# ---- mem_access_ctrl_flat ----
### Clock routing, mem_access_ctrl_flat

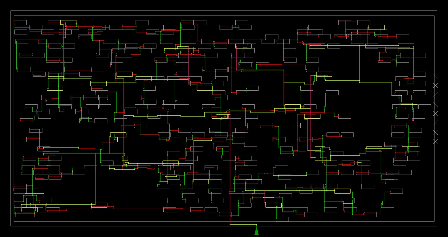

==> config.mk <==
export PLATFORM = sky130hd
export DESIGN_NAME = mem_access_ctrl_flat
export DESIGN_NICKNAME = d
export VERILOG_FILES = /design/src/rtl/mem_access_ctrl_pkg.sv /design/src/rtl/mem_access_ctrl_if.sv /design/src/rtl/mem_access_ctrl_load_splicer.sv /design/src/rtl/mem_access_ctrl.sv /design/src/flat_wrapper.sv
export SDC_FILE = /design/constraint.sdc
export NUM_CORES = 1
export LEC_CHECK = 0
export CAP_MARGIN = 10
export CORE_ASPECT_RATIO = 0.5
export CORE_MARGIN = 1.5
export CORE_UTILIZATION = 49
export CTS_CLUSTER_SIZE = 10
export DETAILED_ROUTE_END_ITERATION = 6
export GPL_TIMING_DRIVEN = 0
export HOLD_SLACK_MARGIN = 0.02
export PLACE_DENSITY = 0.85
export RECOVER_POWER = 25
export SLEW_MARGIN = 0
export SYNTH_ARGS = -nofsm -noshare
export SYNTH_HDL_FRONTEND = slang
export SYNTH_SLANG_ARGS = --single-unit
export TNS_END_PERCENT = 30
==> constraint.sdc <==
create_clock -name clk -period 3.2 [get_ports clk]
set_clock_uncertainty 0.2 [all_clocks]
set_input_delay 0.64 -clock clk [delete_from_list [all_inputs] [get_ports clk]]
set_output_delay 0.64 -clock clk [all_outputs]
set_load 0.03 [all_outputs]
==> src/rtl/mem_access_ctrl_pkg.sv <==
`default_nettype none
// ============================================================================
// Module      : mem_access_ctrl_pkg
// Description : Shared types, funct3 codes, splice controls and small decode
//               helpers for the memory access controller.
// Revision    : 1.0 - initial release
// ============================================================================
package mem_access_ctrl_pkg;

  // Controller states
  typedef enum logic [1:0] {
    ST_IDLE   = 2'd0,
    ST_ACCESS = 2'd1,
    ST_WAIT   = 2'd2,
    ST_RESP   = 2'd3
  } state_e;

  // funct3 access codes (D/W/H are shared by loads and stores)
  localparam logic [2:0] F3_D  = 3'b011;
  localparam logic [2:0] F3_W  = 3'b010;
  localparam logic [2:0] F3_H  = 3'b001;
  localparam logic [2:0] F3_B  = 3'b000;  // SB
  localparam logic [2:0] F3_BU = 3'b100;  // LBU

  // Load splice controls
  typedef enum logic [1:0] {
    SPL_LD  = 2'd0,
    SPL_LW  = 2'd1,
    SPL_LH  = 2'd2,
    SPL_LBU = 2'd3
  } spl_e;

  // Legal funct3 set differs between loads and stores
  function automatic logic f3_legal(input logic write, input logic [2:0] f3);
    if (write) return (f3 == F3_D) || (f3 == F3_W) || (f3 == F3_H) || (f3 == F3_B);
    else       return (f3 == F3_D) || (f3 == F3_W) || (f3 == F3_H) || (f3 == F3_BU);
  endfunction

  // Byte-lane mask for an access size; f3[1:0] encodes log2(size) for all legal codes
  function automatic logic [7:0] size_mask(input logic [1:0] sz);
    case (sz)
      2'b11:   return 8'hFF;
      2'b10:   return 8'h0F;
      2'b01:   return 8'h03;
      default: return 8'h01;
    endcase
  endfunction

  // Address not a multiple of the access size; bytes never misalign
  function automatic logic misaligned(input logic [1:0] sz, input logic [2:0] lo);
    case (sz)
      2'b11:   return lo != 3'b000;
      2'b10:   return lo[1:0] != 2'b00;
      2'b01:   return lo[0];
      default: return 1'b0;
    endcase
  endfunction

  // Map a load funct3 onto its splice control
  function automatic spl_e spl_of(input logic [2:0] f3);
    case (f3)
      F3_D:    return SPL_LD;
      F3_W:    return SPL_LW;
      F3_H:    return SPL_LH;
      default: return SPL_LBU;
    endcase
  endfunction

endpackage
`default_nettype wire

==> src/rtl/mem_access_ctrl_if.sv <==
`default_nettype none
// ============================================================================
// Module      : mem_access_ctrl_if
// Description : Pipeline request/response and memory-side bus bundle for the
//               memory access controller.
// Revision    : 1.0 - initial release
// ============================================================================
interface mem_access_ctrl_if;
  // Pipeline request side
  logic        req_valid;
  logic        req_ready;
  logic        req_write;
  logic [2:0]  req_funct3;
  logic [63:0] req_addr;
  logic [63:0] req_wdata;
  // Memory side
  logic        mem_en;
  logic        mem_we;
  logic [63:0] mem_addr;
  logic [63:0] mem_wdata;
  logic [7:0]  mem_wstrb;
  logic [63:0] mem_rdata;
  logic        mem_ack;
  // Response / status
  logic        rsp_valid;
  logic [63:0] rsp_data;
  logic        rsp_err;
  logic        stall;

  // Controller view
  modport slave (
    input  req_valid, req_write, req_funct3, req_addr, req_wdata, mem_rdata, mem_ack,
    output req_ready, mem_en, mem_we, mem_addr, mem_wdata, mem_wstrb,
           rsp_valid, rsp_data, rsp_err, stall
  );

  // Pipeline + memory environment view
  modport master (
    output req_valid, req_write, req_funct3, req_addr, req_wdata, mem_rdata, mem_ack,
    input  req_ready, mem_en, mem_we, mem_addr, mem_wdata, mem_wstrb,
           rsp_valid, rsp_data, rsp_err, stall
  );
endinterface
`default_nettype wire

==> src/rtl/mem_access_ctrl_load_splicer.sv <==
`default_nettype none
// ============================================================================
// Module      : load_splicer
// Description : Trims a right-aligned load doubleword to the access size,
//               sign-extending LW/LH and zero-extending LBU.
// Revision    : 1.0 - initial release
// ============================================================================
module load_splicer
  import mem_access_ctrl_pkg::*;
(
  input  logic [63:0] data_i,
  input  spl_e        ctrl_i,
  output logic [63:0] data_o
);

  // Size/extension select
  always_comb begin
    data_o = data_i;
    case (ctrl_i)
      SPL_LD:  data_o = data_i;
      SPL_LW:  data_o = {{32{data_i[31]}}, data_i[31:0]};
      SPL_LH:  data_o = {{48{data_i[15]}}, data_i[15:0]};
      SPL_LBU: data_o = {56'd0, data_i[7:0]};
      default: data_o = data_i;
    endcase
  end

endmodule
`default_nettype wire

==> src/rtl/mem_access_ctrl.sv <==
`default_nettype none
// ============================================================================
// Module      : mem_access_ctrl
// Description : Single-outstanding load/store controller between a pipeline
//               and a doubleword memory: lane steering, alignment/funct3
//               checking, ack timeout and load result splicing.
// Revision    : 1.0 - initial release
// ============================================================================
module mem_access_ctrl
  import mem_access_ctrl_pkg::*;
#(
  parameter int TIMEOUT_CYCLES = 255
) (
  input  logic           clk,
  input  logic           reset,
  mem_access_ctrl_if.slave bus
);

  localparam int CNT_W = (TIMEOUT_CYCLES > 1) ? $clog2(TIMEOUT_CYCLES) : 1;
  localparam logic [CNT_W-1:0] CNT_LAST = CNT_W'(TIMEOUT_CYCLES - 1);

  state_e            state_q;
  logic              write_q;
  logic [2:0]        f3_q;
  logic [2:0]        addr_lo_q;
  logic              acked_q;     // ack already seen in the ACCESS cycle
  logic [63:0]       rdata_q;
  logic [CNT_W-1:0]  cnt_q;

  logic              req_ready_q;
  logic              mem_en_q;
  logic              mem_we_q;
  logic [63:0]       mem_addr_q;
  logic [63:0]       mem_wdata_q;
  logic [7:0]        mem_wstrb_q;
  logic              rsp_valid_q;
  logic [63:0]       rsp_data_q;
  logic              rsp_err_q;
  logic              stall_q;

  logic              w_bad_req;
  logic [63:0]       w_rdata_src;
  logic [63:0]       w_rdata_shift;
  logic [63:0]       w_spliced;
  spl_e              w_spl;

  assign w_bad_req = !f3_legal(bus.req_write, bus.req_funct3) ||
                     misaligned(bus.req_funct3[1:0], bus.req_addr[2:0]);

  // An ack in WAIT is spliced straight from the bus; an early one from the capture
  assign w_rdata_src   = acked_q ? rdata_q : bus.mem_rdata;
  assign w_rdata_shift = w_rdata_src >> {addr_lo_q, 3'b000};
  assign w_spl         = spl_of(f3_q);

  load_splicer u_splicer (
    .data_i (w_rdata_shift),
    .ctrl_i (w_spl),
    .data_o (w_spliced)
  );

  // Controller FSM with registered outputs
  always_ff @(posedge clk) begin
    if (reset) begin
      state_q     <= ST_IDLE;
      write_q     <= 1'b0;
      f3_q        <= 3'b000;
      addr_lo_q   <= 3'b000;
      acked_q     <= 1'b0;
      rdata_q     <= '0;
      cnt_q       <= '0;
      req_ready_q <= 1'b1;
      mem_en_q    <= 1'b0;
      mem_we_q    <= 1'b0;
      mem_addr_q  <= '0;
      mem_wdata_q <= '0;
      mem_wstrb_q <= '0;
      rsp_valid_q <= 1'b0;
      rsp_data_q  <= '0;
      rsp_err_q   <= 1'b0;
      stall_q     <= 1'b0;
    end else begin
      mem_en_q    <= 1'b0;
      mem_we_q    <= 1'b0;
      rsp_valid_q <= 1'b0;
      case (state_q)
        ST_IDLE: begin
          if (bus.req_valid) begin
            write_q     <= bus.req_write;
            f3_q        <= bus.req_funct3;
            addr_lo_q   <= bus.req_addr[2:0];
            mem_addr_q  <= {bus.req_addr[63:3], 3'b000};
            mem_wdata_q <= bus.req_wdata << {bus.req_addr[2:0], 3'b000};
            mem_wstrb_q <= size_mask(bus.req_funct3[1:0]) << bus.req_addr[2:0];
            req_ready_q <= 1'b0;
            stall_q     <= 1'b1;
            if (w_bad_req) begin
              // Rejected without touching memory
              state_q     <= ST_RESP;
              rsp_valid_q <= 1'b1;
              rsp_err_q   <= 1'b1;
              rsp_data_q  <= '0;
            end else begin
              state_q  <= ST_ACCESS;
              mem_en_q <= 1'b1;
              mem_we_q <= bus.req_write;
            end
          end
        end
        ST_ACCESS: begin
          state_q <= ST_WAIT;
          cnt_q   <= '0;
          if (bus.mem_ack) begin
            acked_q <= 1'b1;
            rdata_q <= bus.mem_rdata;
          end
        end
        ST_WAIT: begin
          if (acked_q || bus.mem_ack) begin
            if (!acked_q) rdata_q <= bus.mem_rdata;
            state_q     <= ST_RESP;
            rsp_valid_q <= 1'b1;
            rsp_err_q   <= 1'b0;
            rsp_data_q  <= write_q ? 64'd0 : w_spliced;
          end else if (cnt_q == CNT_LAST) begin
            state_q     <= ST_RESP;
            rsp_valid_q <= 1'b1;
            rsp_err_q   <= 1'b1;
            rsp_data_q  <= '0;
          end else begin
            cnt_q <= cnt_q + 1'b1;
          end
        end
        ST_RESP: begin
          state_q     <= ST_IDLE;
          req_ready_q <= 1'b1;
          stall_q     <= 1'b0;
          rsp_err_q   <= 1'b0;
          rsp_data_q  <= '0;
          acked_q     <= 1'b0;
          cnt_q       <= '0;
        end
        default: state_q <= ST_IDLE;
      endcase
    end
  end

  assign bus.req_ready = req_ready_q;
  assign bus.mem_en    = mem_en_q;
  assign bus.mem_we    = mem_we_q;
  assign bus.mem_addr  = mem_addr_q;
  assign bus.mem_wdata = mem_wdata_q;
  assign bus.mem_wstrb = mem_wstrb_q;
  assign bus.rsp_valid = rsp_valid_q;
  assign bus.rsp_data  = rsp_data_q;
  assign bus.rsp_err   = rsp_err_q;
  assign bus.stall     = stall_q;

endmodule
`default_nettype wire
==> src/flat_wrapper.sv <==
// flat-port wrapper written by rule: the top's interface ports become plain ports
module mem_access_ctrl_flat import mem_access_ctrl_pkg::*;
#(
  parameter int TIMEOUT_CYCLES = 255
)
  (clk, reset, bus_req_valid, bus_req_write, bus_req_funct3, bus_req_addr, bus_req_wdata, bus_mem_rdata, bus_mem_ack, bus_req_ready, bus_mem_en, bus_mem_we, bus_mem_addr, bus_mem_wdata, bus_mem_wstrb, bus_rsp_valid, bus_rsp_data, bus_rsp_err, bus_stall);
  mem_access_ctrl_if bus_i ();
  input  logic clk;
  input  logic reset;
  input wire logic [$bits(bus_i.req_valid)-1:0] bus_req_valid;
  input wire logic [$bits(bus_i.req_write)-1:0] bus_req_write;
  input wire logic [$bits(bus_i.req_funct3)-1:0] bus_req_funct3;
  input wire logic [$bits(bus_i.req_addr)-1:0] bus_req_addr;
  input wire logic [$bits(bus_i.req_wdata)-1:0] bus_req_wdata;
  input wire logic [$bits(bus_i.mem_rdata)-1:0] bus_mem_rdata;
  input wire logic [$bits(bus_i.mem_ack)-1:0] bus_mem_ack;
  output wire logic [$bits(bus_i.req_ready)-1:0] bus_req_ready;
  output wire logic [$bits(bus_i.mem_en)-1:0] bus_mem_en;
  output wire logic [$bits(bus_i.mem_we)-1:0] bus_mem_we;
  output wire logic [$bits(bus_i.mem_addr)-1:0] bus_mem_addr;
  output wire logic [$bits(bus_i.mem_wdata)-1:0] bus_mem_wdata;
  output wire logic [$bits(bus_i.mem_wstrb)-1:0] bus_mem_wstrb;
  output wire logic [$bits(bus_i.rsp_valid)-1:0] bus_rsp_valid;
  output wire logic [$bits(bus_i.rsp_data)-1:0] bus_rsp_data;
  output wire logic [$bits(bus_i.rsp_err)-1:0] bus_rsp_err;
  output wire logic [$bits(bus_i.stall)-1:0] bus_stall;
  assign bus_i.req_valid = bus_req_valid;
  assign bus_i.req_write = bus_req_write;
  assign bus_i.req_funct3 = bus_req_funct3;
  assign bus_i.req_addr = bus_req_addr;
  assign bus_i.req_wdata = bus_req_wdata;
  assign bus_i.mem_rdata = bus_mem_rdata;
  assign bus_i.mem_ack = bus_mem_ack;
  assign bus_req_ready = bus_i.req_ready;
  assign bus_mem_en = bus_i.mem_en;
  assign bus_mem_we = bus_i.mem_we;
  assign bus_mem_addr = bus_i.mem_addr;
  assign bus_mem_wdata = bus_i.mem_wdata;
  assign bus_mem_wstrb = bus_i.mem_wstrb;
  assign bus_rsp_valid = bus_i.rsp_valid;
  assign bus_rsp_data = bus_i.rsp_data;
  assign bus_rsp_err = bus_i.rsp_err;
  assign bus_stall = bus_i.stall;
  mem_access_ctrl #(.TIMEOUT_CYCLES(TIMEOUT_CYCLES)) u_core (.clk(clk), .reset(reset), .bus(bus_i));
endmodule
# ---- vga_mem_arbiter_flat ----
<file path="src/rtl/vga_pkg.sv">
// Shared definitions for the VGA/CPU memory arbiter: owner encoding and defaults.
package vga_pkg;
    localparam int STARVE_LIMIT_DEF = 8;
    localparam int AW_DEF           = 16;
    localparam int DW               = 16;

    // Grant type recorded for the data returning in the following cycle.
    typedef enum logic [1:0] {
        OWN_IDLE   = 2'd0,
        OWN_VGA_RD = 2'd1,
        OWN_CPU_RD = 2'd2,
        OWN_CPU_WR = 2'd3
    } owner_t;

    // Bits needed to hold a count in 0..limit-1 (at least one bit).
    function automatic int cnt_width(input int limit);
        return (limit > 1) ? $clog2(limit) : 1;
    endfunction
endpackage

</file>
<file path="src/rtl/vga_mem_arbiter_if.sv">
// Bus bundle between the arbiter, the VGA reader, the CPU and the single-port RAM.
interface vga_mem_arbiter_if
    import vga_pkg::*;
#(
    parameter int AW = AW_DEF
);
    logic          vga_req;
    logic [AW-1:0] vga_addr;
    logic          vga_valid;
    logic [DW-1:0] vga_data;
    logic          vga_drop;

    logic          cpu_req;
    logic          cpu_we;
    logic [AW-1:0] cpu_addr;
    logic [DW-1:0] cpu_wdata;
    logic          cpu_ack;
    logic [DW-1:0] cpu_rdata;

    logic [AW-1:0] mem_addr;
    logic          mem_we;
    logic [DW-1:0] mem_wdata;
    logic [DW-1:0] mem_rdata;

    logic [15:0]   drop_count;

    // Arbiter side.
    modport slave (
        input  vga_req, vga_addr, cpu_req, cpu_we, cpu_addr, cpu_wdata, mem_rdata,
        output vga_valid, vga_data, vga_drop, cpu_ack, cpu_rdata,
               mem_addr, mem_we, mem_wdata, drop_count
    );

    // Requester / RAM side.
    modport master (
        output vga_req, vga_addr, cpu_req, cpu_we, cpu_addr, cpu_wdata, mem_rdata,
        input  vga_valid, vga_data, vga_drop, cpu_ack, cpu_rdata,
               mem_addr, mem_we, mem_wdata, drop_count
    );
endinterface

</file>
<file path="src/rtl/vga_starve_timer.sv">
// Counts consecutive denied CPU request cycles and flags when the CPU must win.
module vga_starve_timer
    import vga_pkg::*;
#(
    parameter int STARVE_LIMIT = STARVE_LIMIT_DEF
) (
    input  logic clk,
    input  logic clear,
    input  logic cpu_req,
    input  logic cpu_grant,
    output logic override
);
    localparam int            WW   = cnt_width(STARVE_LIMIT);
    localparam logic [WW-1:0] LAST = WW'(STARVE_LIMIT - 1);

    logic [WW-1:0] wait_cnt;

    // Wait counter: grows while the CPU is kept waiting, holds at the last value.
    always_ff @(posedge clk or negedge clear) begin
        if (!clear) begin
            wait_cnt <= '0;
        end else if (!cpu_req || cpu_grant) begin
            wait_cnt <= '0;
        end else if (wait_cnt != LAST) begin
            wait_cnt <= wait_cnt + 1'b1;
        end
    end

    assign override = (wait_cnt == LAST);
endmodule

</file>
<file path="src/rtl/vga_mem_arbiter.sv">
// Single-port RAM arbiter: VGA reads win by default, a starved CPU wins over VGA.
//
// owner      | meaning
// -----------+-----------------------------------------------
// OWN_IDLE   | nothing granted last cycle, no data returning
// OWN_VGA_RD | VGA read granted last cycle, word returns now
// OWN_CPU_RD | CPU read granted last cycle, ack + read data
// OWN_CPU_WR | CPU write granted last cycle, ack only
module vga_mem_arbiter
    import vga_pkg::*;
#(
    parameter int STARVE_LIMIT = STARVE_LIMIT_DEF,
    parameter int AW           = AW_DEF
) (
    input  logic              clk,
    input  logic              clear,
    vga_mem_arbiter_if.slave  bus
);
    owner_t        owner, owner_nxt;
    logic          cpu_busy, cpu_ok, override;
    logic          grant_vga, grant_cpu;
    logic [AW-1:0] addr_mux;
    logic          we_mux;
    logic [DW-1:0] wdata_mux;
    logic          drop_q;
    logic [15:0]   drop_cnt;

    vga_starve_timer #(.STARVE_LIMIT(STARVE_LIMIT)) u_starve (
        .clk       (clk),
        .clear     (clear),
        .cpu_req   (bus.cpu_req),
        .cpu_grant (grant_cpu),
        .override  (override)
    );

    // A CPU access being acknowledged this cycle is never re-granted.
    assign cpu_busy = (owner == OWN_CPU_RD) || (owner == OWN_CPU_WR);

    // Arbitration, next owner and the RAM port mux.
    always_comb begin
        owner_nxt = OWN_IDLE;
        addr_mux  = '0;
        we_mux    = 1'b0;
        wdata_mux = '0;
        cpu_ok    = bus.cpu_req && !cpu_busy;
        grant_cpu = cpu_ok && (override || !bus.vga_req);
        grant_vga = bus.vga_req && !grant_cpu;
        if (grant_vga) begin
            owner_nxt = OWN_VGA_RD;
            addr_mux  = bus.vga_addr;
        end else if (grant_cpu) begin
            owner_nxt = bus.cpu_we ? OWN_CPU_WR : OWN_CPU_RD;
            addr_mux  = bus.cpu_addr;
            we_mux    = bus.cpu_we;
            wdata_mux = bus.cpu_wdata;
        end
        if (!clear) begin
            we_mux = 1'b0;
        end
    end

    // Owner register plus the drop pulse and its saturating counter.
    always_ff @(posedge clk or negedge clear) begin
        if (!clear) begin
            owner    <= OWN_IDLE;
            drop_q   <= 1'b0;
            drop_cnt <= '0;
        end else begin
            owner  <= owner_nxt;
            drop_q <= bus.vga_req && !grant_vga;
            if (bus.vga_req && !grant_vga && (drop_cnt != 16'hFFFF)) begin
                drop_cnt <= drop_cnt + 16'd1;
            end
        end
    end

    assign bus.mem_addr   = addr_mux;
    assign bus.mem_we     = we_mux;
    assign bus.mem_wdata  = wdata_mux;
    assign bus.vga_valid  = (owner == OWN_VGA_RD);
    assign bus.vga_data   = (owner == OWN_VGA_RD) ? bus.mem_rdata : '0;
    assign bus.cpu_ack    = cpu_busy;
    assign bus.cpu_rdata  = (owner == OWN_CPU_RD) ? bus.mem_rdata : '0;
    assign bus.vga_drop   = drop_q;
    assign bus.drop_count = drop_cnt;
endmodule

</file>
<file path="src/flat_wrapper.sv">
// flat-port wrapper written by rule: the top's interface ports become plain ports
module vga_mem_arbiter_flat import vga_pkg::*;
#(
    parameter int STARVE_LIMIT = STARVE_LIMIT_DEF,
    parameter int AW           = AW_DEF
)
  (clk, clear, bus_vga_req, bus_vga_addr, bus_cpu_req, bus_cpu_we, bus_cpu_addr, bus_cpu_wdata, bus_mem_rdata, bus_vga_valid, bus_vga_data, bus_vga_drop, bus_cpu_ack, bus_cpu_rdata, bus_mem_addr, bus_mem_we, bus_mem_wdata, bus_drop_count);
  vga_mem_arbiter_if #(.AW(AW)) bus_i ();
  input  logic clk;
  input  logic clear;
  input wire logic [$bits(bus_i.vga_req)-1:0] bus_vga_req;
  input wire logic [$bits(bus_i.vga_addr)-1:0] bus_vga_addr;
  input wire logic [$bits(bus_i.cpu_req)-1:0] bus_cpu_req;
  input wire logic [$bits(bus_i.cpu_we)-1:0] bus_cpu_we;
  input wire logic [$bits(bus_i.cpu_addr)-1:0] bus_cpu_addr;
  input wire logic [$bits(bus_i.cpu_wdata)-1:0] bus_cpu_wdata;
  input wire logic [$bits(bus_i.mem_rdata)-1:0] bus_mem_rdata;
  output wire logic [$bits(bus_i.vga_valid)-1:0] bus_vga_valid;
  output wire logic [$bits(bus_i.vga_data)-1:0] bus_vga_data;
  output wire logic [$bits(bus_i.vga_drop)-1:0] bus_vga_drop;
  output wire logic [$bits(bus_i.cpu_ack)-1:0] bus_cpu_ack;
  output wire logic [$bits(bus_i.cpu_rdata)-1:0] bus_cpu_rdata;
  output wire logic [$bits(bus_i.mem_addr)-1:0] bus_mem_addr;
  output wire logic [$bits(bus_i.mem_we)-1:0] bus_mem_we;
  output wire logic [$bits(bus_i.mem_wdata)-1:0] bus_mem_wdata;
  output wire logic [$bits(bus_i.drop_count)-1:0] bus_drop_count;
  assign bus_i.vga_req = bus_vga_req;
  assign bus_i.vga_addr = bus_vga_addr;
  assign bus_i.cpu_req = bus_cpu_req;
  assign bus_i.cpu_we = bus_cpu_we;
  assign bus_i.cpu_addr = bus_cpu_addr;
  assign bus_i.cpu_wdata = bus_cpu_wdata;
  assign bus_i.mem_rdata = bus_mem_rdata;
  assign bus_vga_valid = bus_i.vga_valid;
  assign bus_vga_data = bus_i.vga_data;
  assign bus_vga_drop = bus_i.vga_drop;
  assign bus_cpu_ack = bus_i.cpu_ack;
  assign bus_cpu_rdata = bus_i.cpu_rdata;
  assign bus_mem_addr = bus_i.mem_addr;
  assign bus_mem_we = bus_i.mem_we;
  assign bus_mem_wdata = bus_i.mem_wdata;
  assign bus_drop_count = bus_i.drop_count;
  vga_mem_arbiter #(.STARVE_LIMIT(STARVE_LIMIT), .AW(AW)) u_core (.clk(clk), .clear(clear), .bus(bus_i));
endmodule
</file>
<file path="config.mk">
export PLATFORM = sky130hd
export DESIGN_NAME = vga_mem_arbiter_flat
export DESIGN_NICKNAME = d
export VERILOG_FILES = /design/src/rtl/vga_pkg.sv /design/src/rtl/vga_mem_arbiter_if.sv /design/src/rtl/vga_starve_timer.sv /design/src/rtl/vga_mem_arbiter.sv /design/src/flat_wrapper.sv
export SDC_FILE = /design/constraint.sdc
export NUM_CORES = 1
export LEC_CHECK = 0
export CORE_ASPECT_RATIO = 0.7
export CORE_MARGIN = 5
export CORE_UTILIZATION = 28
export CTS_CLUSTER_DIAMETER = 40
export DETAILED_ROUTE_END_ITERATION = 7
export PLACE_DENSITY = 0.78
export RECOVER_POWER = 25
export REMOVE_ABC_BUFFERS = 1
export SETUP_SLACK_MARGIN = 0.02
export SYNTH_ARGS = -nofsm -noshare
export SYNTH_HDL_FRONTEND = slang
export SYNTH_SLANG_ARGS = --single-unit
</file>
<file path="constraint.sdc">
create_clock -name clk -period 2 [get_ports clk]
set_clock_uncertainty 0.15 [all_clocks]
set_input_delay 0.3 -clock clk [delete_from_list [all_inputs] [get_ports clk]]
set_output_delay 0.3 -clock clk [all_outputs]
set_load 0.02 [all_outputs]
</file>
### Gate families picked out, vga_mem_arbiter_flat

The bar under the picture is 20 um long.
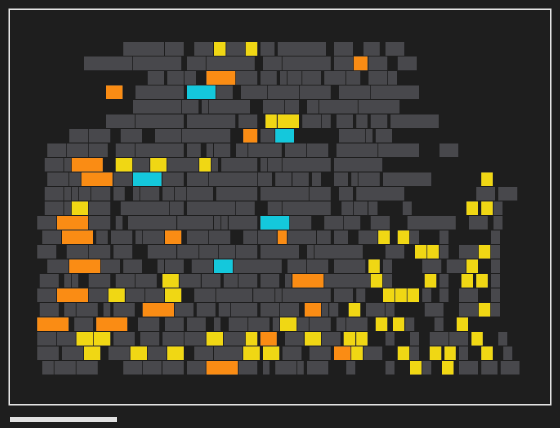
legend:
  orange:
    family: inverting AOI/OAI gates
    cells: 20
    most_used: o21ai_4
  yellow:
    family: AND and OR gates
    cells: 54
    most_used: and2_1
  cyan:
    family: multiplexers
    cells: 5
    most_used: mux2_4

==> metrics.cfg, vga_mem_arbiter_flat <==
[placement]
routabilityCongestion=0.832

[floorplanning]
coreArea_um2=5700
io_pins=153

[critical_path]
r2r_slack_ps=-240
timing.critical_path.slowest_cell_delay_ps=390
arrival_ps=1900

[worst_hold_path]
hold-path-endpoint=u_core.bus.drop_count[14]$_DFFE_PN0P_
holdCritPathClass=reg -> reg

[global_route]
groute.layer.met2.usage=0.384
grt_most_used_layer=met2

[pwr]
power_sequential_mw=0.454
dominant_power_group=combinational cells
power.sequential.fraction=0.320

[logic_synthesis]
mappedNetlistArea_um2=1630
compound_area_frac=0.0712
synthesis_warning_total=0
synthXorXnorAreaFrac=0.0750
top_area_cell=dfrtp_1
synth-simple-area-share=0.430
fa_ha_area_frac=0.0230
cell_count_in_the_yosys_report=199

[finish]
synthToLayoutAreaGrowth_pct=148
fin_nets=456
biggestCellCategory=buffers
seq_total_area=0.136
final_area_um2=4050

[clock_tree]
post_cts_buffers=9
cts_htree_levels=1
cts_resized=310

[timing]
report.final.setup_viol=48
max_freq_mhz=425
whs_ps=357
timing.final.ws_setup_ps=-351
slew-limit-headroom=0.630

[run_status]
status=complete, but fails checks
violated_checks=negative setup slack

[route]
wl_met2_um=5360
detail_route.vias_per_cell=4.79

[job]
max_cap_viol_count=0

## vga_mem_arbiter_flat: placed cells by master (no fill, tap or decap), types with 3 or more instances in the layout
cell              n
and2_1           33
and2_4           16
and3_1            3
buf_2             6
buf_4            16
buf_6            45
buf_8             3
clkbuf_16         4
clkbuf_2         28
clkbuf_8          4
clkdlybuf4s50_1  85
dfrtp_1          22
mux2_4            3
nand2_1          24
nand2_2           9
nand2_4           4
nand4_1           5
nor2_1            3
nor3_4            5
nor3b_4           3
nor4_4            5
o21ai_2           5
o21ai_4          11
xnor2_1           3
xor2_1           11
### Gate families picked out, mem_access_ctrl_flat

The bar under the picture is 50 um long.
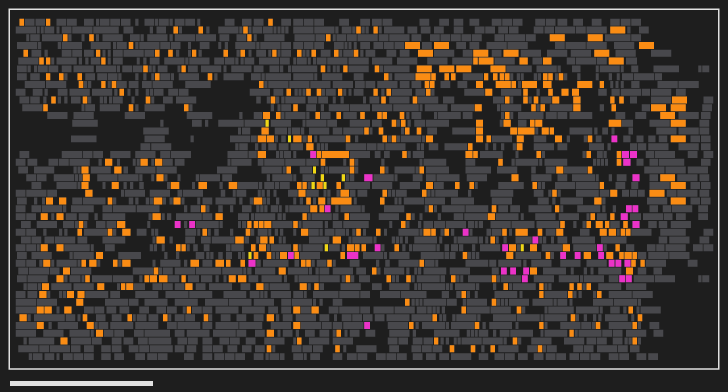
legend:
  orange:
    family: inverting AOI/OAI gates
    cells: 409
    most_used: a21oi_1
    where: all over the die
  yellow:
    family: inverters
    cells: 10
    most_used: inv_1
    where: middle
  magenta:
    family: AND and OR gates
    cells: 35
    most_used: and2_1

### Clock distribution, mem_access_ctrl_flat

The bar under the picture is 50 um long.
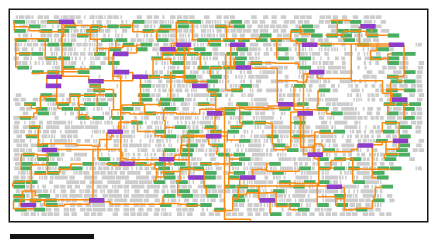
legend:
  orange:
    item: clock wires
    length: 3880 um
  purple:
    item: cells driving clock nets
    count: 34
  green:
    item: flip-flops
    count: 285
routed clock nets: 35

Notes on 'Clock routing' of mem_access_ctrl_flat above:
CTS buffer count: 34
Clock Sink Count: 285

==> metrics.cfg, mem_access_ctrl_flat <==
[critical_path]
worst_r2r_path_depth=8
setup.worst_path.start_class=flip-flop

[placement]
post_place_worst_slack_ps=-273
placedCellCount=2374
dpl_cell_area_um2=19100

[finish]
fill_cells=2274
clock_buffer_count=35
combGateArea_um2=8240
fin_nets=2225

[global_route]
grt_pass1_wl_um=87400
antenna_found_initial=1
grt_remaining_overflow=0

[clock_tree]
post_cts_buffers=0
hold_buffers=0
clock-root-buffer=clkbuf_16

[logic_synthesis]
top_area_frac=0.389
synth_dominant_cell_count=nand2_1
compound_area_frac=0.209
synth.lib_cells_used.distinct=60
post_synth_main_logic_family=AND-OR/OR-AND gates
mean_syn_cell_area_um2=9.27
synthesis_warning_total=0
postSynth.asyncResetShare=0

[run_status]
violated_checks=design-rule violations
status=complete, but fails checks

[pwr]
ir_worst_vdd_uv=584
cellLeakagePower_nw=7.42

[route]
remaining_drc_errors=8

[timing]
worst_pin_slew_ps=1270

==> mem_access_ctrl_flat: power breakdown <==
part	total [mW]	internal (mW)	leakage [nW]	switching, mW
registers	4.48	4.09	2.32	0.392
clock network	3.50	1.98	0.450	1.52
logic	5.86	2.12	4.65	3.74
==> mem_access_ctrl_flat: per-stage QoR <==
stage	total power, mW	util
after global placement	10.2	0.655
final	13.8	0.686
after CTS	13.7	0.686
after floorplan	8.01	-
after global routing	14.3	0.686
after detailed placement	10.3	0.655

==> screenshots <==
Supply network.
Pins as bars on the die edge. Tap cells in grey.
image #1
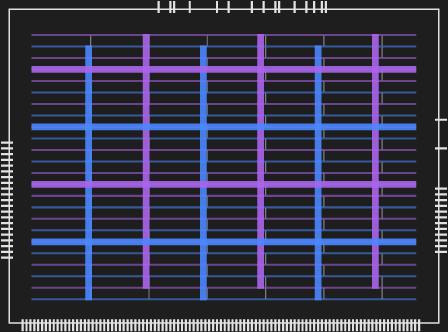
image #2
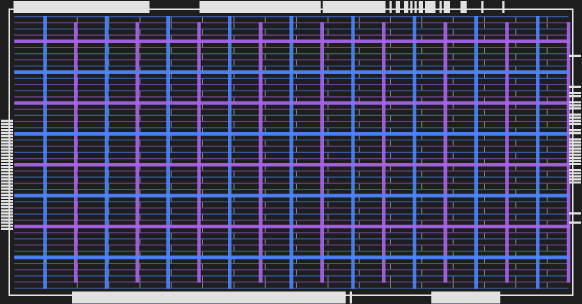
- image #2 = mem_access_ctrl_flat
- image #1 = vga_mem_arbiter_flat
Of these, largest die: image #2
Of these, most pins: image #2


# ---- dmem_access_unit ----
### Cell classes on the final placement, dmem_access_unit

The bar under the picture is 50 um long.
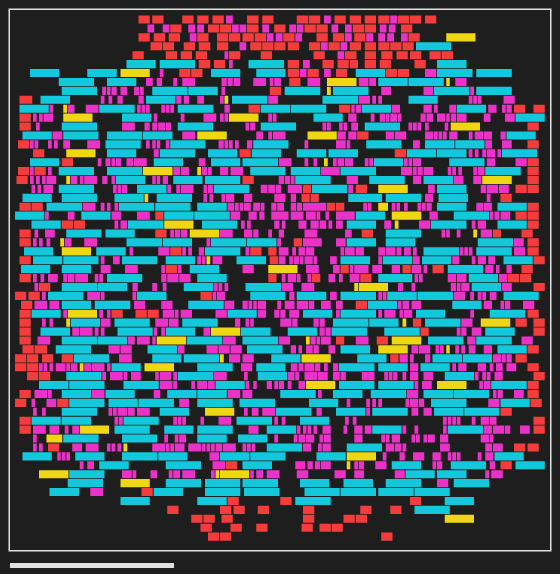

`config.mk`:
```
export PLATFORM = sky130hd
export DESIGN_NAME = dmem_access_unit
export DESIGN_NICKNAME = d
export VERILOG_FILES = /design/src/rtl/dmem_access_unit_pkg.sv /design/src/rtl/dmem_access_unit_store_buffer.sv /design/src/rtl/dmem_access_unit.sv
export SDC_FILE = /design/constraint.sdc
export NUM_CORES = 1
export LEC_CHECK = 0
export CAP_MARGIN = 20
export CORE_UTILIZATION = 50
export CTS_CLUSTER_SIZE = 10
export DETAILED_ROUTE_END_ITERATION = 8
export PLACE_DENSITY = 0.74
export SLEW_MARGIN = 20
export SYNTH_ARGS = -nofsm -noshare
export SYNTH_HDL_FRONTEND = slang
export SYNTH_SLANG_ARGS = --single-unit
```
`constraint.sdc`:
```
create_clock -name clk -period 12.3 [get_ports clk]
set_input_delay 1.845 -clock clk [delete_from_list [all_inputs] [get_ports clk]]
set_output_delay 1.845 -clock clk [all_outputs]
set_load 0.03 [all_outputs]
```
`src/rtl/dmem_access_unit_pkg.sv`:
```
// Shared definitions for the data-side memory access unit.
// Holds the access-size encodings, bus FSM state encoding, the bus command
// payload, and lane-formatting helpers that the future dcache will reuse.
package dmem_access_unit_pkg;

  localparam int unsigned ADDR_W = 32;
  localparam int unsigned DATA_W = 32;
  localparam int unsigned STRB_W = DATA_W / 8;

  // Access size encodings (2'b11 is reserved and always treated as misaligned)
  localparam logic [1:0] SZ_B = 2'b00;
  localparam logic [1:0] SZ_H = 2'b01;
  localparam logic [1:0] SZ_W = 2'b10;

  typedef enum logic [1:0] {
    ST_IDLE = 2'b00,
    ST_ADDR = 2'b01,
    ST_DATA = 2'b10
  } bus_state_e;

  // One bus transaction as presented on the SRAM-like data bus
  typedef struct packed {
    logic              wr;
    logic [1:0]        size;
    logic [ADDR_W-1:0] addr;
    logic [STRB_W-1:0] wstrb;
    logic [DATA_W-1:0] wdata;
  } bus_cmd_t;

  // Byte strobes for a store of the given size at byte offset off
  function automatic logic [STRB_W-1:0] wstrb_gen(input logic [1:0] size,
                                                   input logic [1:0] off);
    logic [STRB_W-1:0] strb;
    strb = '0;
    case (size)
      SZ_B:    strb = STRB_W'(4'b0001 << off);
      SZ_H:    strb = STRB_W'(4'b0011 << off);
      SZ_W:    strb = '1;
      default: strb = '0;
    endcase
    return strb;
  endfunction

  // Replicate right-aligned store data across every lane it could land in
  function automatic logic [DATA_W-1:0] wdata_fmt(input logic [1:0] size,
                                                   input logic [DATA_W-1:0] d);
    logic [DATA_W-1:0] w;
    case (size)
      SZ_B:    w = {4{d[7:0]}};
      SZ_H:    w = {2{d[15:0]}};
      default: w = d;
    endcase
    return w;
  endfunction

  function automatic logic is_misaligned(input logic [1:0] size,
                                         input logic [1:0] off);
    logic m;
    case (size)
      SZ_B:    m = 1'b0;
      SZ_H:    m = off[0];
      SZ_W:    m = |off;
      default: m = 1'b1;
    endcase
    return m;
  endfunction

endpackage

```
`src/rtl/dmem_access_unit_store_buffer.sv`:
```
// In-order posted write buffer (synchronous FIFO of bus commands).
// Ports:
//   clk, rst_n      clock, asynchronous active-low reset
//   i_push, i_data  enqueue one command (caller guarantees not full)
//   i_pop           dequeue head (caller guarantees not empty)
//   o_head          oldest entry, meaningful only when o_empty=0
//   o_full, o_empty occupancy flags
module dmem_access_unit_store_buffer
  import dmem_access_unit_pkg::*;
#(
  parameter int unsigned WB_DEPTH = 2
) (
  input  logic     clk,
  input  logic     rst_n,
  input  logic     i_push,
  input  bus_cmd_t i_data,
  input  logic     i_pop,
  output bus_cmd_t o_head,
  output logic     o_full,
  output logic     o_empty
);

  localparam int unsigned PTR_W = (WB_DEPTH > 1) ? $clog2(WB_DEPTH) : 1;
  localparam int unsigned CNT_W = $clog2(WB_DEPTH + 1);

  bus_cmd_t         r_mem [WB_DEPTH];
  logic [PTR_W-1:0] r_wptr;
  logic [PTR_W-1:0] r_rptr;
  logic [CNT_W-1:0] r_cnt;

  function automatic logic [PTR_W-1:0] ptr_inc(input logic [PTR_W-1:0] p);
    return (p == PTR_W'(WB_DEPTH - 1)) ? '0 : p + PTR_W'(1);
  endfunction

  // Storage needs no reset: head is only consumed when the buffer is non-empty
  always_ff @(posedge clk) begin
    if (i_push) r_mem[r_wptr] <= i_data;
  end

  always_ff @(posedge clk or negedge rst_n) begin
    if (!rst_n) begin
      r_wptr <= '0;
      r_rptr <= '0;
      r_cnt  <= '0;
    end else begin
      if (i_push) r_wptr <= ptr_inc(r_wptr);
      if (i_pop)  r_rptr <= ptr_inc(r_rptr);
      case ({i_push, i_pop})
        2'b10:   r_cnt <= r_cnt + CNT_W'(1);
        2'b01:   r_cnt <= r_cnt - CNT_W'(1);
        default: r_cnt <= r_cnt;
      endcase
    end
  end

  assign o_head  = r_mem[r_rptr];
  assign o_full  = (r_cnt == CNT_W'(WB_DEPTH));
  assign o_empty = (r_cnt == '0);

endmodule

```
`src/rtl/dmem_access_unit.sv`:
```
// Data-side memory access unit: alignment check, lane formatting, posted
// write buffer for cached stores, a single pending slot for loads/uncached
// ops, and a one-outstanding bus FSM that keeps bus order = program order.
// Ports:
//   clk, reset                 clock, asynchronous active-low reset
//   req_*                      MEM-stage request (valid/ready handshake)
//   resp_valid/rdata/ale       completion pulse, raw read word, align fault
//   busy                       buffer, pending slot or bus FSM occupied
//   bus_req..bus_wdata         SRAM-like bus command, held until bus_addr_ok
//   bus_addr_ok/data_ok/rdata  bus handshakes and read data
module dmem_access_unit
  import dmem_access_unit_pkg::*;
#(
  parameter int unsigned WB_DEPTH = 2
) (
  input  logic              clk,
  input  logic              reset,
  input  logic              req_valid,
  output logic              req_ready,
  input  logic              req_we,
  input  logic [1:0]        req_size,
  input  logic [ADDR_W-1:0] req_paddr,
  input  logic              req_uncached,
  input  logic [DATA_W-1:0] req_wdata,
  output logic              resp_valid,
  output logic [DATA_W-1:0] resp_rdata,
  output logic              resp_ale,
  output logic              busy,
  output logic              bus_req,
  output logic              bus_wr,
  output logic [1:0]        bus_size,
  output logic [ADDR_W-1:0] bus_addr,
  output logic [STRB_W-1:0] bus_wstrb,
  output logic [DATA_W-1:0] bus_wdata,
  input  logic              bus_addr_ok,
  input  logic              bus_data_ok,
  input  logic [DATA_W-1:0] bus_rdata
);

  bus_state_e r_state;
  bus_state_e w_state_nxt;
  bus_cmd_t   r_cmd;
  bus_cmd_t   r_pend;
  logic       r_pend_vld;
  logic       r_src_pend;
  logic       r_resp_post;
  logic       r_resp_ale;

  bus_cmd_t   w_req_cmd;
  bus_cmd_t   w_head;
  bus_cmd_t   w_issue_cmd;
  logic       w_issue;
  logic       w_issue_pend;
  logic       w_misal;
  logic       w_cached_st;
  logic       w_accept;
  logic       w_push;
  logic       w_accept_pend;
  logic       w_done;
  logic       w_pop;
  logic       w_pend_done;
  logic       w_full;
  logic       w_empty;

  // Request classification and lane formatting
  assign w_misal     = is_misaligned(req_size, req_paddr[1:0]);
  assign w_cached_st = req_we & ~req_uncached;

  always_comb begin
    w_req_cmd       = '0;
    w_req_cmd.wr    = req_we;
    w_req_cmd.size  = req_size;
    w_req_cmd.addr  = req_paddr;
    w_req_cmd.wstrb = req_we ? wstrb_gen(req_size, req_paddr[1:0]) : '0;
    w_req_cmd.wdata = wdata_fmt(req_size, req_wdata);
  end

  // A pending op blocks everything; a full buffer blocks only cached stores
  assign req_ready     = ~r_pend_vld & (w_misal | ~w_cached_st | ~w_full);
  assign w_accept      = req_valid & req_ready;
  assign w_push        = w_accept & ~w_misal & w_cached_st;
  assign w_accept_pend = w_accept & ~w_misal & ~w_cached_st;

  assign w_done      = (r_state == ST_DATA) & bus_data_ok;
  assign w_pop       = w_done & ~r_src_pend;
  assign w_pend_done = w_done & r_src_pend;

  dmem_access_unit_store_buffer #(
    .WB_DEPTH (WB_DEPTH)
  ) u_store_buffer (
    .clk     (clk),
    .rst_n   (reset),
    .i_push  (w_push),
    .i_data  (w_req_cmd),
    .i_pop   (w_pop),
    .o_head  (w_head),
    .o_full  (w_full),
    .o_empty (w_empty)
  );

  // Bus FSM next state; an op accepted while idle issues at the accept edge
  always_comb begin
    w_state_nxt  = r_state;
    w_issue      = 1'b0;
    w_issue_pend = 1'b0;
    w_issue_cmd  = w_head;
    case (r_state)
      ST_IDLE: begin
        if (!w_empty) begin
          w_issue     = 1'b1;
          w_issue_cmd = w_head;
        end else if (w_push) begin
          w_issue     = 1'b1;
          w_issue_cmd = w_req_cmd;
        end else if (r_pend_vld) begin
          w_issue      = 1'b1;
          w_issue_pend = 1'b1;
          w_issue_cmd  = r_pend;
        end else if (w_accept_pend) begin
          w_issue      = 1'b1;
          w_issue_pend = 1'b1;
          w_issue_cmd  = w_req_cmd;
        end
        if (w_issue) w_state_nxt = ST_ADDR;
      end
      ST_ADDR: if (bus_addr_ok) w_state_nxt = ST_DATA;
      ST_DATA: if (bus_data_ok) w_state_nxt = ST_IDLE;
      default: w_state_nxt = ST_IDLE;
    endcase
  end

  always_ff @(posedge clk or negedge reset) begin
    if (!reset) r_state <= ST_IDLE;
    else        r_state <= w_state_nxt;
  end

  // Bus command is latched only on issue, so it stays stable while bus_req=1
  always_ff @(posedge clk or negedge reset) begin
    if (!reset) begin
      r_cmd      <= '0;
      r_src_pend <= 1'b0;
    end else if (w_issue) begin
      r_cmd      <= w_issue_cmd;
      r_src_pend <= w_issue_pend;
    end
  end

  // Pending slot for loads and uncached ops
  always_ff @(posedge clk or negedge reset) begin
    if (!reset) begin
      r_pend_vld <= 1'b0;
      r_pend     <= '0;
    end else if (w_accept_pend) begin
      r_pend_vld <= 1'b1;
      r_pend     <= w_req_cmd;
    end else if (w_pend_done) begin
      r_pend_vld <= 1'b0;
    end
  end

  // Posted stores and misaligned requests complete the cycle after accept
  always_ff @(posedge clk or negedge reset) begin
    if (!reset) begin
      r_resp_post <= 1'b0;
      r_resp_ale  <= 1'b0;
    end else begin
      r_resp_post <= w_accept & (w_misal | w_cached_st);
      r_resp_ale  <= w_accept & w_misal;
    end
  end

  assign resp_valid = r_resp_post | w_pend_done;
  assign resp_ale   = r_resp_ale;
  assign resp_rdata = (w_pend_done & ~r_cmd.wr) ? bus_rdata : '0;
  assign busy       = ~w_empty | r_pend_vld | (r_state != ST_IDLE);

  assign bus_req   = (r_state == ST_ADDR);
  assign bus_wr    = r_cmd.wr;
  assign bus_size  = r_cmd.size;
  assign bus_addr  = r_cmd.addr;
  assign bus_wstrb = r_cmd.wstrb;
  assign bus_wdata = r_cmd.wdata;

endmodule

```
# ---- alu_sequencer ----
$ cat config.mk
export PLATFORM = sky130hd
export DESIGN_NAME = alu_sequencer
export DESIGN_NICKNAME = d
export VERILOG_FILES = /design/src/rtl/alu_sequencer.sv
export SDC_FILE = /design/constraint.sdc
export NUM_CORES = 1
export LEC_CHECK = 0
export ABC_AREA = 1
export CORE_ASPECT_RATIO = 1.1
export CORE_MARGIN = 2
export CORE_UTILIZATION = 60
export DETAILED_ROUTE_END_ITERATION = 6
export GPL_ROUTABILITY_DRIVEN = 1
export PLACE_DENSITY_LB_ADDON = 0.08
export SLEW_MARGIN = 20
export SYNTH_ARGS = -nofsm -noshare
export SYNTH_HDL_FRONTEND = slang
export SYNTH_SLANG_ARGS = --single-unit
$ cat constraint.sdc
create_clock -name clk -period 2.7 [get_ports clk]
set_input_delay 0.54 -clock clk [delete_from_list [all_inputs] [get_ports clk]]
set_output_delay 0.54 -clock clk [all_outputs]
set_load 0.01 [all_outputs]
$ cat src/rtl/alu_sequencer.sv
// Program sequencer for the 8-bit accumulator CPU: replays a small instruction
// memory into the CPU control inputs on a fixed 2-cycle-per-instruction schedule.
module alu_sequencer #(
  parameter int DEPTH = 16,
  parameter int AW    = 4
) (
  input  logic          clk,
  input  logic          rst,
  input  logic          prog_we,
  input  logic [AW-1:0] prog_addr,
  input  logic [16:0]   prog_wdata,
  input  logic          start,
  input  logic          abort,
  input  logic          cpu_cout,
  output logic [7:0]    cpu_data_in,
  output logic [6:0]    cpu_opcode,
  output logic          cpu_cin,
  output logic          cpu_load,
  output logic          cpu_ce,
  output logic          busy,
  output logic          done,
  output logic [AW-1:0] pc,
  output logic          last_cout,
  output logic          prog_err
);

  typedef enum logic [2:0] {
    S_IDLE,
    S_FETCH,
    S_EXEC,
    S_WAIT,
    S_DONE
  } state_t;

  logic [16:0]   r_mem [DEPTH];
  state_t        r_state;
  logic [AW-1:0] r_pc;
  logic [7:0]    r_cnt;
  logic [7:0]    r_data;
  logic [6:0]    r_opcode;
  logic          r_cin;
  logic          r_load;
  logic          r_ce;
  logic          r_ce_d;
  logic          r_busy;
  logic          r_done;
  logic          r_last_cout;
  logic          r_prog_err;

  state_t        w_state_nxt;
  logic [AW-1:0] w_pc_nxt;
  logic [7:0]    w_cnt_nxt;
  logic [16:0]   w_word;
  logic          w_is_cpu;
  logic          w_is_halt;
  logic          w_is_wait;
  logic          w_at_end;
  logic          w_issue;
  logic          w_advance;
  logic          w_start_ok;

  // abort beats a coincident start even when abort itself has nothing to stop
  assign w_start_ok = start && !abort && ((r_state == S_IDLE) || (r_state == S_DONE));

  always_comb begin
    w_word      = r_mem[r_pc];
    w_is_cpu    = w_word[16] || (w_word[11:8] <= 4'hA);
    w_is_halt   = !w_word[16] && (w_word[11:8] == 4'hF);
    w_is_wait   = !w_word[16] && (w_word[11:8] == 4'hE) && (w_word[7:0] != '0);
    w_at_end    = (r_pc == AW'(DEPTH - 1));
    w_state_nxt = r_state;
    w_pc_nxt    = r_pc;
    w_cnt_nxt   = r_cnt;
    w_issue     = 1'b0;
    w_advance   = 1'b0;
    case (r_state)
      S_IDLE, S_DONE: begin
        if (w_start_ok) begin
          w_state_nxt = S_FETCH;
          w_pc_nxt    = '0;
        end
      end
      S_FETCH: begin
        if (abort) begin
          w_state_nxt = S_IDLE;
        end else if (w_is_cpu) begin
          w_state_nxt = S_EXEC;
          w_issue     = 1'b1;
        end else if (w_is_halt) begin
          w_state_nxt = S_DONE;
        end else if (w_is_wait) begin
          w_state_nxt = S_WAIT;
          w_cnt_nxt   = w_word[7:0];
        end else begin
          w_advance = 1'b1;
        end
      end
      S_EXEC: begin
        if (abort) w_state_nxt = S_IDLE;
        else       w_advance   = 1'b1;
      end
      S_WAIT: begin
        if (abort)              w_state_nxt = S_IDLE;
        else if (r_cnt == 8'd1) w_advance   = 1'b1;
        else                    w_cnt_nxt   = r_cnt - 8'd1;
      end
      default: w_state_nxt = S_IDLE;
    endcase
    if (w_advance) begin
      if (w_at_end) begin
        w_state_nxt = S_DONE;
      end else begin
        w_state_nxt = S_FETCH;
        w_pc_nxt    = r_pc + AW'(1);
      end
    end
  end

  // CPU-facing fields are registered on the FETCH->EXEC edge so they are valid during EXEC
  always_ff @(posedge clk) begin
    if (rst) begin
      r_state     <= S_IDLE;
      r_pc        <= '0;
      r_cnt       <= '0;
      r_data      <= '0;
      r_opcode    <= '0;
      r_cin       <= 1'b0;
      r_load      <= 1'b0;
      r_ce        <= 1'b0;
      r_ce_d      <= 1'b0;
      r_busy      <= 1'b0;
      r_done      <= 1'b0;
      r_last_cout <= 1'b0;
      r_prog_err  <= 1'b0;
    end else begin
      r_state <= w_state_nxt;
      r_pc    <= w_pc_nxt;
      r_cnt   <= w_cnt_nxt;
      r_ce    <= w_issue;
      r_load  <= w_issue && w_word[16];
      if (w_issue) begin
        r_opcode <= w_word[14:8];
        r_data   <= w_word[7:0];
        r_cin    <= w_word[15];
      end
      r_busy <= (w_state_nxt == S_FETCH) || (w_state_nxt == S_EXEC) || (w_state_nxt == S_WAIT);
      r_done <= (w_state_nxt == S_DONE);
      r_ce_d <= r_ce;
      if (r_ce_d) r_last_cout <= cpu_cout;
      if (prog_we && r_busy) r_prog_err <= 1'b1;
      else if (w_start_ok)   r_prog_err <= 1'b0;
    end
  end

  always_ff @(posedge clk) begin
    if (prog_we && !r_busy) r_mem[prog_addr] <= prog_wdata;
  end

  assign cpu_data_in = r_data;
  assign cpu_opcode  = r_opcode;
  assign cpu_cin     = r_cin;
  assign cpu_load    = r_load;
  assign cpu_ce      = r_ce;
  assign busy        = r_busy;
  assign done        = r_done;
  assign pc          = r_pc;
  assign last_cout   = r_last_cout;
  assign prog_err    = r_prog_err;

endmodule


==> layout pictures side by side <==
Clock distribution.
The bar under the picture is 50 um long.
(a)
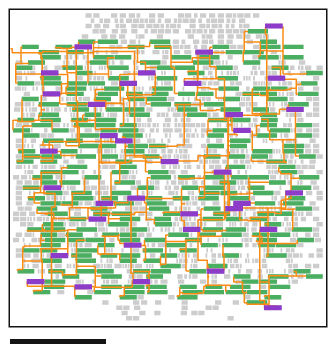
(b)
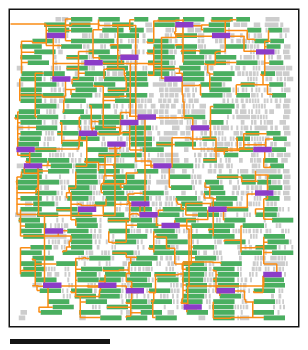
For alu_sequencer, see (b).
For dmem_access_unit, see (a).
The one with the largest die is (a).

Key to (b):
legend:
  orange:
    item: clock wires
    length: 3200 um
  green:
    item: flip-flops
    count: 310
  purple:
    item: cells driving clock nets
    count: 30
routed clock nets: 31

### Gate families picked out, dmem_access_unit

The bar under the picture is 50 um long.
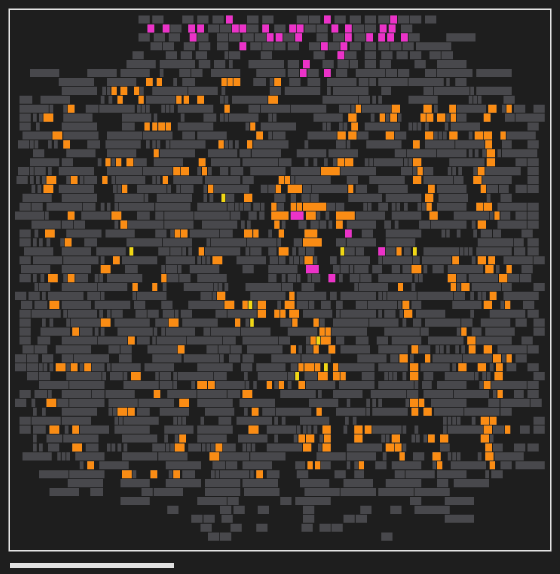
legend:
  yellow:
    family: inverters
    cells: 9
    most_used: inv_1
    where: middle
  orange:
    family: inverting AOI/OAI gates
    cells: 254
    most_used: a21oi_1
  magenta:
    family: AND and OR gates
    cells: 37
    most_used: and2_1

### Clock routing, dmem_access_unit

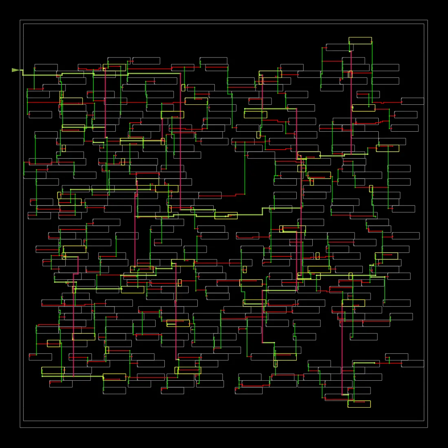
Insertion Delay late pin: 500 ps
Clock net power: 0.910 mW

Notes on 'Cell classes on the final placement' of dmem_access_unit above:
legend:
  yellow:
    class: clock drivers and dummy loads
    cells: 59
  magenta:
    class: all other logic
    cells: 797
  red:
    class: other buffers and delay cells
    cells: 232
  cyan:
    class: flip-flops
    cells: 294

==> metrics.cfg, dmem_access_unit <==
[floorplanning]
floorplan.initialDensity=0.510
dieHeight_um=165
tapCellCount=335

[logic_synthesis]
mappedNetlistArea_um2=13200
compound_area_frac=0.153
synth-simple-area-share=0.123
synthXorXnorAreaFrac=0.00331
synthesis_warning_total=0
chip_area_from_the_yosys_synthesis_statistics_um2=13200

[critical_path]
worstPathBufferInverterCount=2
critical_path_required_ps=10450
cp_slowest_cell=nor2b_1
worst_r2r_path_depth=5
end_kind=primary output

[timing]
whs_ps=476
slew-limit-headroom=0.308
report.final.setup_viol=0

[global_route]
grt_pass1_vias=10300
grt_util_all_layers=0.270

[pwr]
p_int_mw=2.45
final_total_power_mw=3.94
power_sequential_mw=1.48
netSwitchingFraction=0.378

[clock_tree]
clock-root-buffer=clkbuf_16
tritoncts=yes
clkSinkCount=294
clk_pin_slew_worst_paths_ps=50

[route]
number_of_iterations_in_the_first_detailed_routing_pass=7
ant_nets=0
detail_route.vias_per_cell=5.93

[finish]
final_cell_count_no_fill=1717
combGateArea_um2=4780
clock_cell_area_share=0.0592
fraction_of_final_layout_cells_sized_beyond_drive_strength_1=0.0948
synthToLayoutAreaGrowth_pct=25.1
flip_flop_count_of_the_largest_register_after_layout=142
largest-register=u_store_buffer.r_mem
largestRegisters=u_store_buffer.r_mem (142), r_pend (71)

[placement]
post_place_worst_slack_ps=5680
port_buffers=212

[run_status]
status=finished clean

## dmem_access_unit: worst max-delay path by stage
stage                                                 to         start
floorplan           u_store_buffer.r_mem[0][0]$_DFFE_PP_  req_paddr[1]
global route                                   req_ready        req_we
finish                                         req_ready        req_we
CTS                                            req_ready        req_we
detailed placement                             req_ready        req_we
global placement                               req_ready        req_we
## dmem_access_unit: layer usage
metal  vias up  part of all wire  wire (um)  track usage
li1       4640                 -          -            -
met1      4939              0.41      14900        0.366
met2       513              0.47      17000        0.427
met3        90             0.090       3280       0.0585
met4         0             0.030       1090        0.103
met5         -                 0          0            0
### Clock routing, alu_sequencer

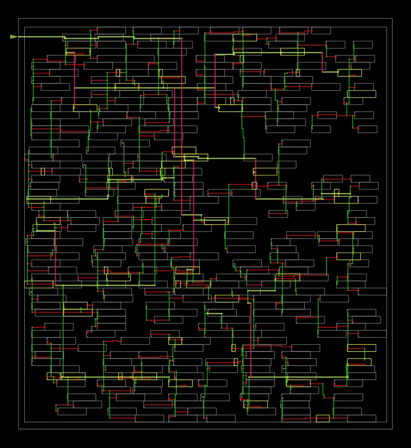
number of sequential cells in the layout: 310
Clock net power: 4.35 mW
Insertion Delay late pin: 550 ps
Layout clock buffers: 42

==> metrics.cfg, alu_sequencer <==
[critical_path]
cp_max_fo=43
critical_path_depth=18
critical_path_required_ps=3170
timing.critical_path.cells=inv_4, buf_12, nor2_1, nor2_1, o21ai_0, nand2_1, nand2_1, nand3_1, nand2_1, nand2_1, nor2_1, nand2_1, nand2_2, buf_4, a21boi_4, buf_12, o21ai_0, a21oi_1
worstPathBufferInverterCount=4
worst_r2r_path_depth=18
arrival_ps=2980
crit_start=pc[0]$_SDFF_PP0_

[global_route]
globalRouteMet1Util=0.383
groute.layer.met2.usage=0.451
grt_remaining_overflow=0
antenna_found_initial=0
gr_layer_usage_met3=0.0430
grt_pass1_vias=8243

[logic_synthesis]
synth-simple-area-share=0.157
top_area_cell=edfxtp_1
synth_top_flop_cell=edfxtp_1
mux_share=0
top_area_frac=0.629
floorplan.nets=1230
ys_seq_frac=0.687
synth.lib_cells_used.distinct=38
mappedNetlistArea_um2=13000
synth_dominant_cell_count=edfxtp_1
fa_ha_area_frac=0.00289

[placement]
routabilityCongestion=0.887

[clock_tree]
cts_htree_levels=1
cts_max_path_buffers=3
cts_resized=0

[floorplanning]
area_enclosed_by_the_die_boundary_um2=22900
dieHeight_um=158
coreArea_um2=21300

[finish]
buffers=110
clock_cell_area_share=0.0685
layout_top_cell=edfxtp_1
fin_nets=1308
comb-cell-share=0.219
data_path_buffer_share_of_cell_area_in_the_final_layout=0.0754
fraction_of_final_layout_cells_sized_beyond_drive_strength_1=0.103
combGateArea_um2=3330

[timing]
whs_ps=421
timing.final.crit_share=0.928
timing.clock.skew_ps=8.24
timing.final.ws_setup_ps=195
report.final.setup_viol=0
final_critical_period_ps=2510
rsz0062_at_grt=no

[pwr]
netSwitchingFraction=0.200
power_density_cells_nw_per_um2=669
p_int_mw=8.14
power_frac_comb=0.051
power.sequential.fraction=0.522

[route]
route.vias.total=8876
wl_per_cell_um=19.5
remaining_drc_errors=0

[worst_hold_path]
launch_instance_of_the_worst_min_delay_path=cpu_ce$_SDFF_PP0_

[run_status]
status=finished clean

[alu_sequencer: power by group through the flow]
stage          logic (mW)  registers (mW)  clock network (mW)
2_1_floorplan       0.262            5.41                   0
3_3_place_gp        0.507            5.41                   0
3_5_place_dp        0.515            5.41                   0
4_1_cts             0.518            5.31                4.41
5_1_grt             0.578            5.31                4.57
6_report            0.524            5.31                4.35
[alu_sequencer: flip-flops by register name (all words and copies together), names as in the netlist, 3 cells and up]
register,cells
pc,4
cpu_data_in,8
r_cnt,8
r_mem,272
r_state,3
cpu_opcode,7


## Gallery

Cell classes on the final placement.
Plate I
The bar under the picture is 50 um long.
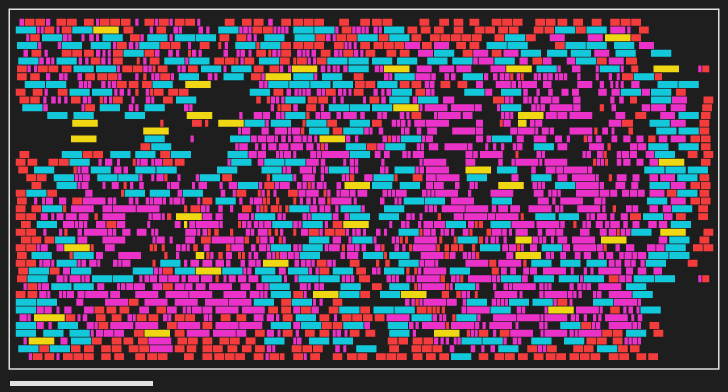
Plate II
The bar under the picture is 50 um long.
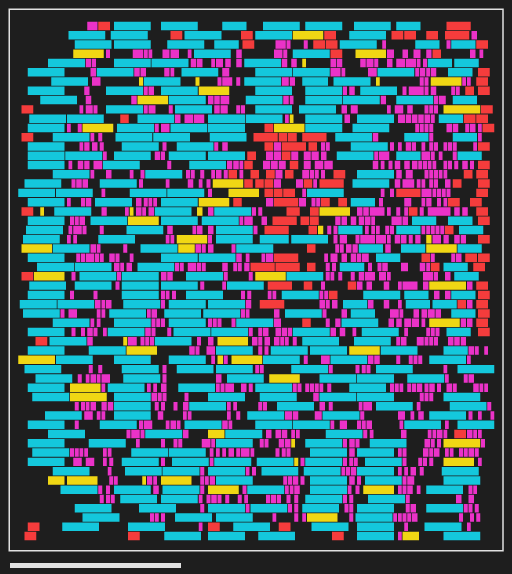
Plate III
The bar under the picture is 20 um long.
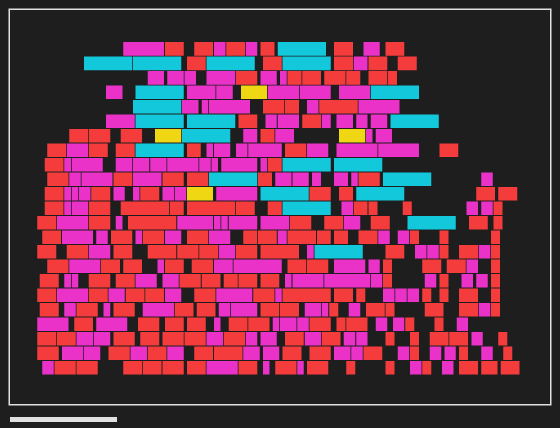
- Plate II = alu_sequencer
- Plate III = vga_mem_arbiter_flat
- Plate I = mem_access_ctrl_flat
The one with the fewest cells is Plate III.
The one with the smallest die is Plate III.

Power figures rest on the tool's default switching activity, not on a simulated workload.
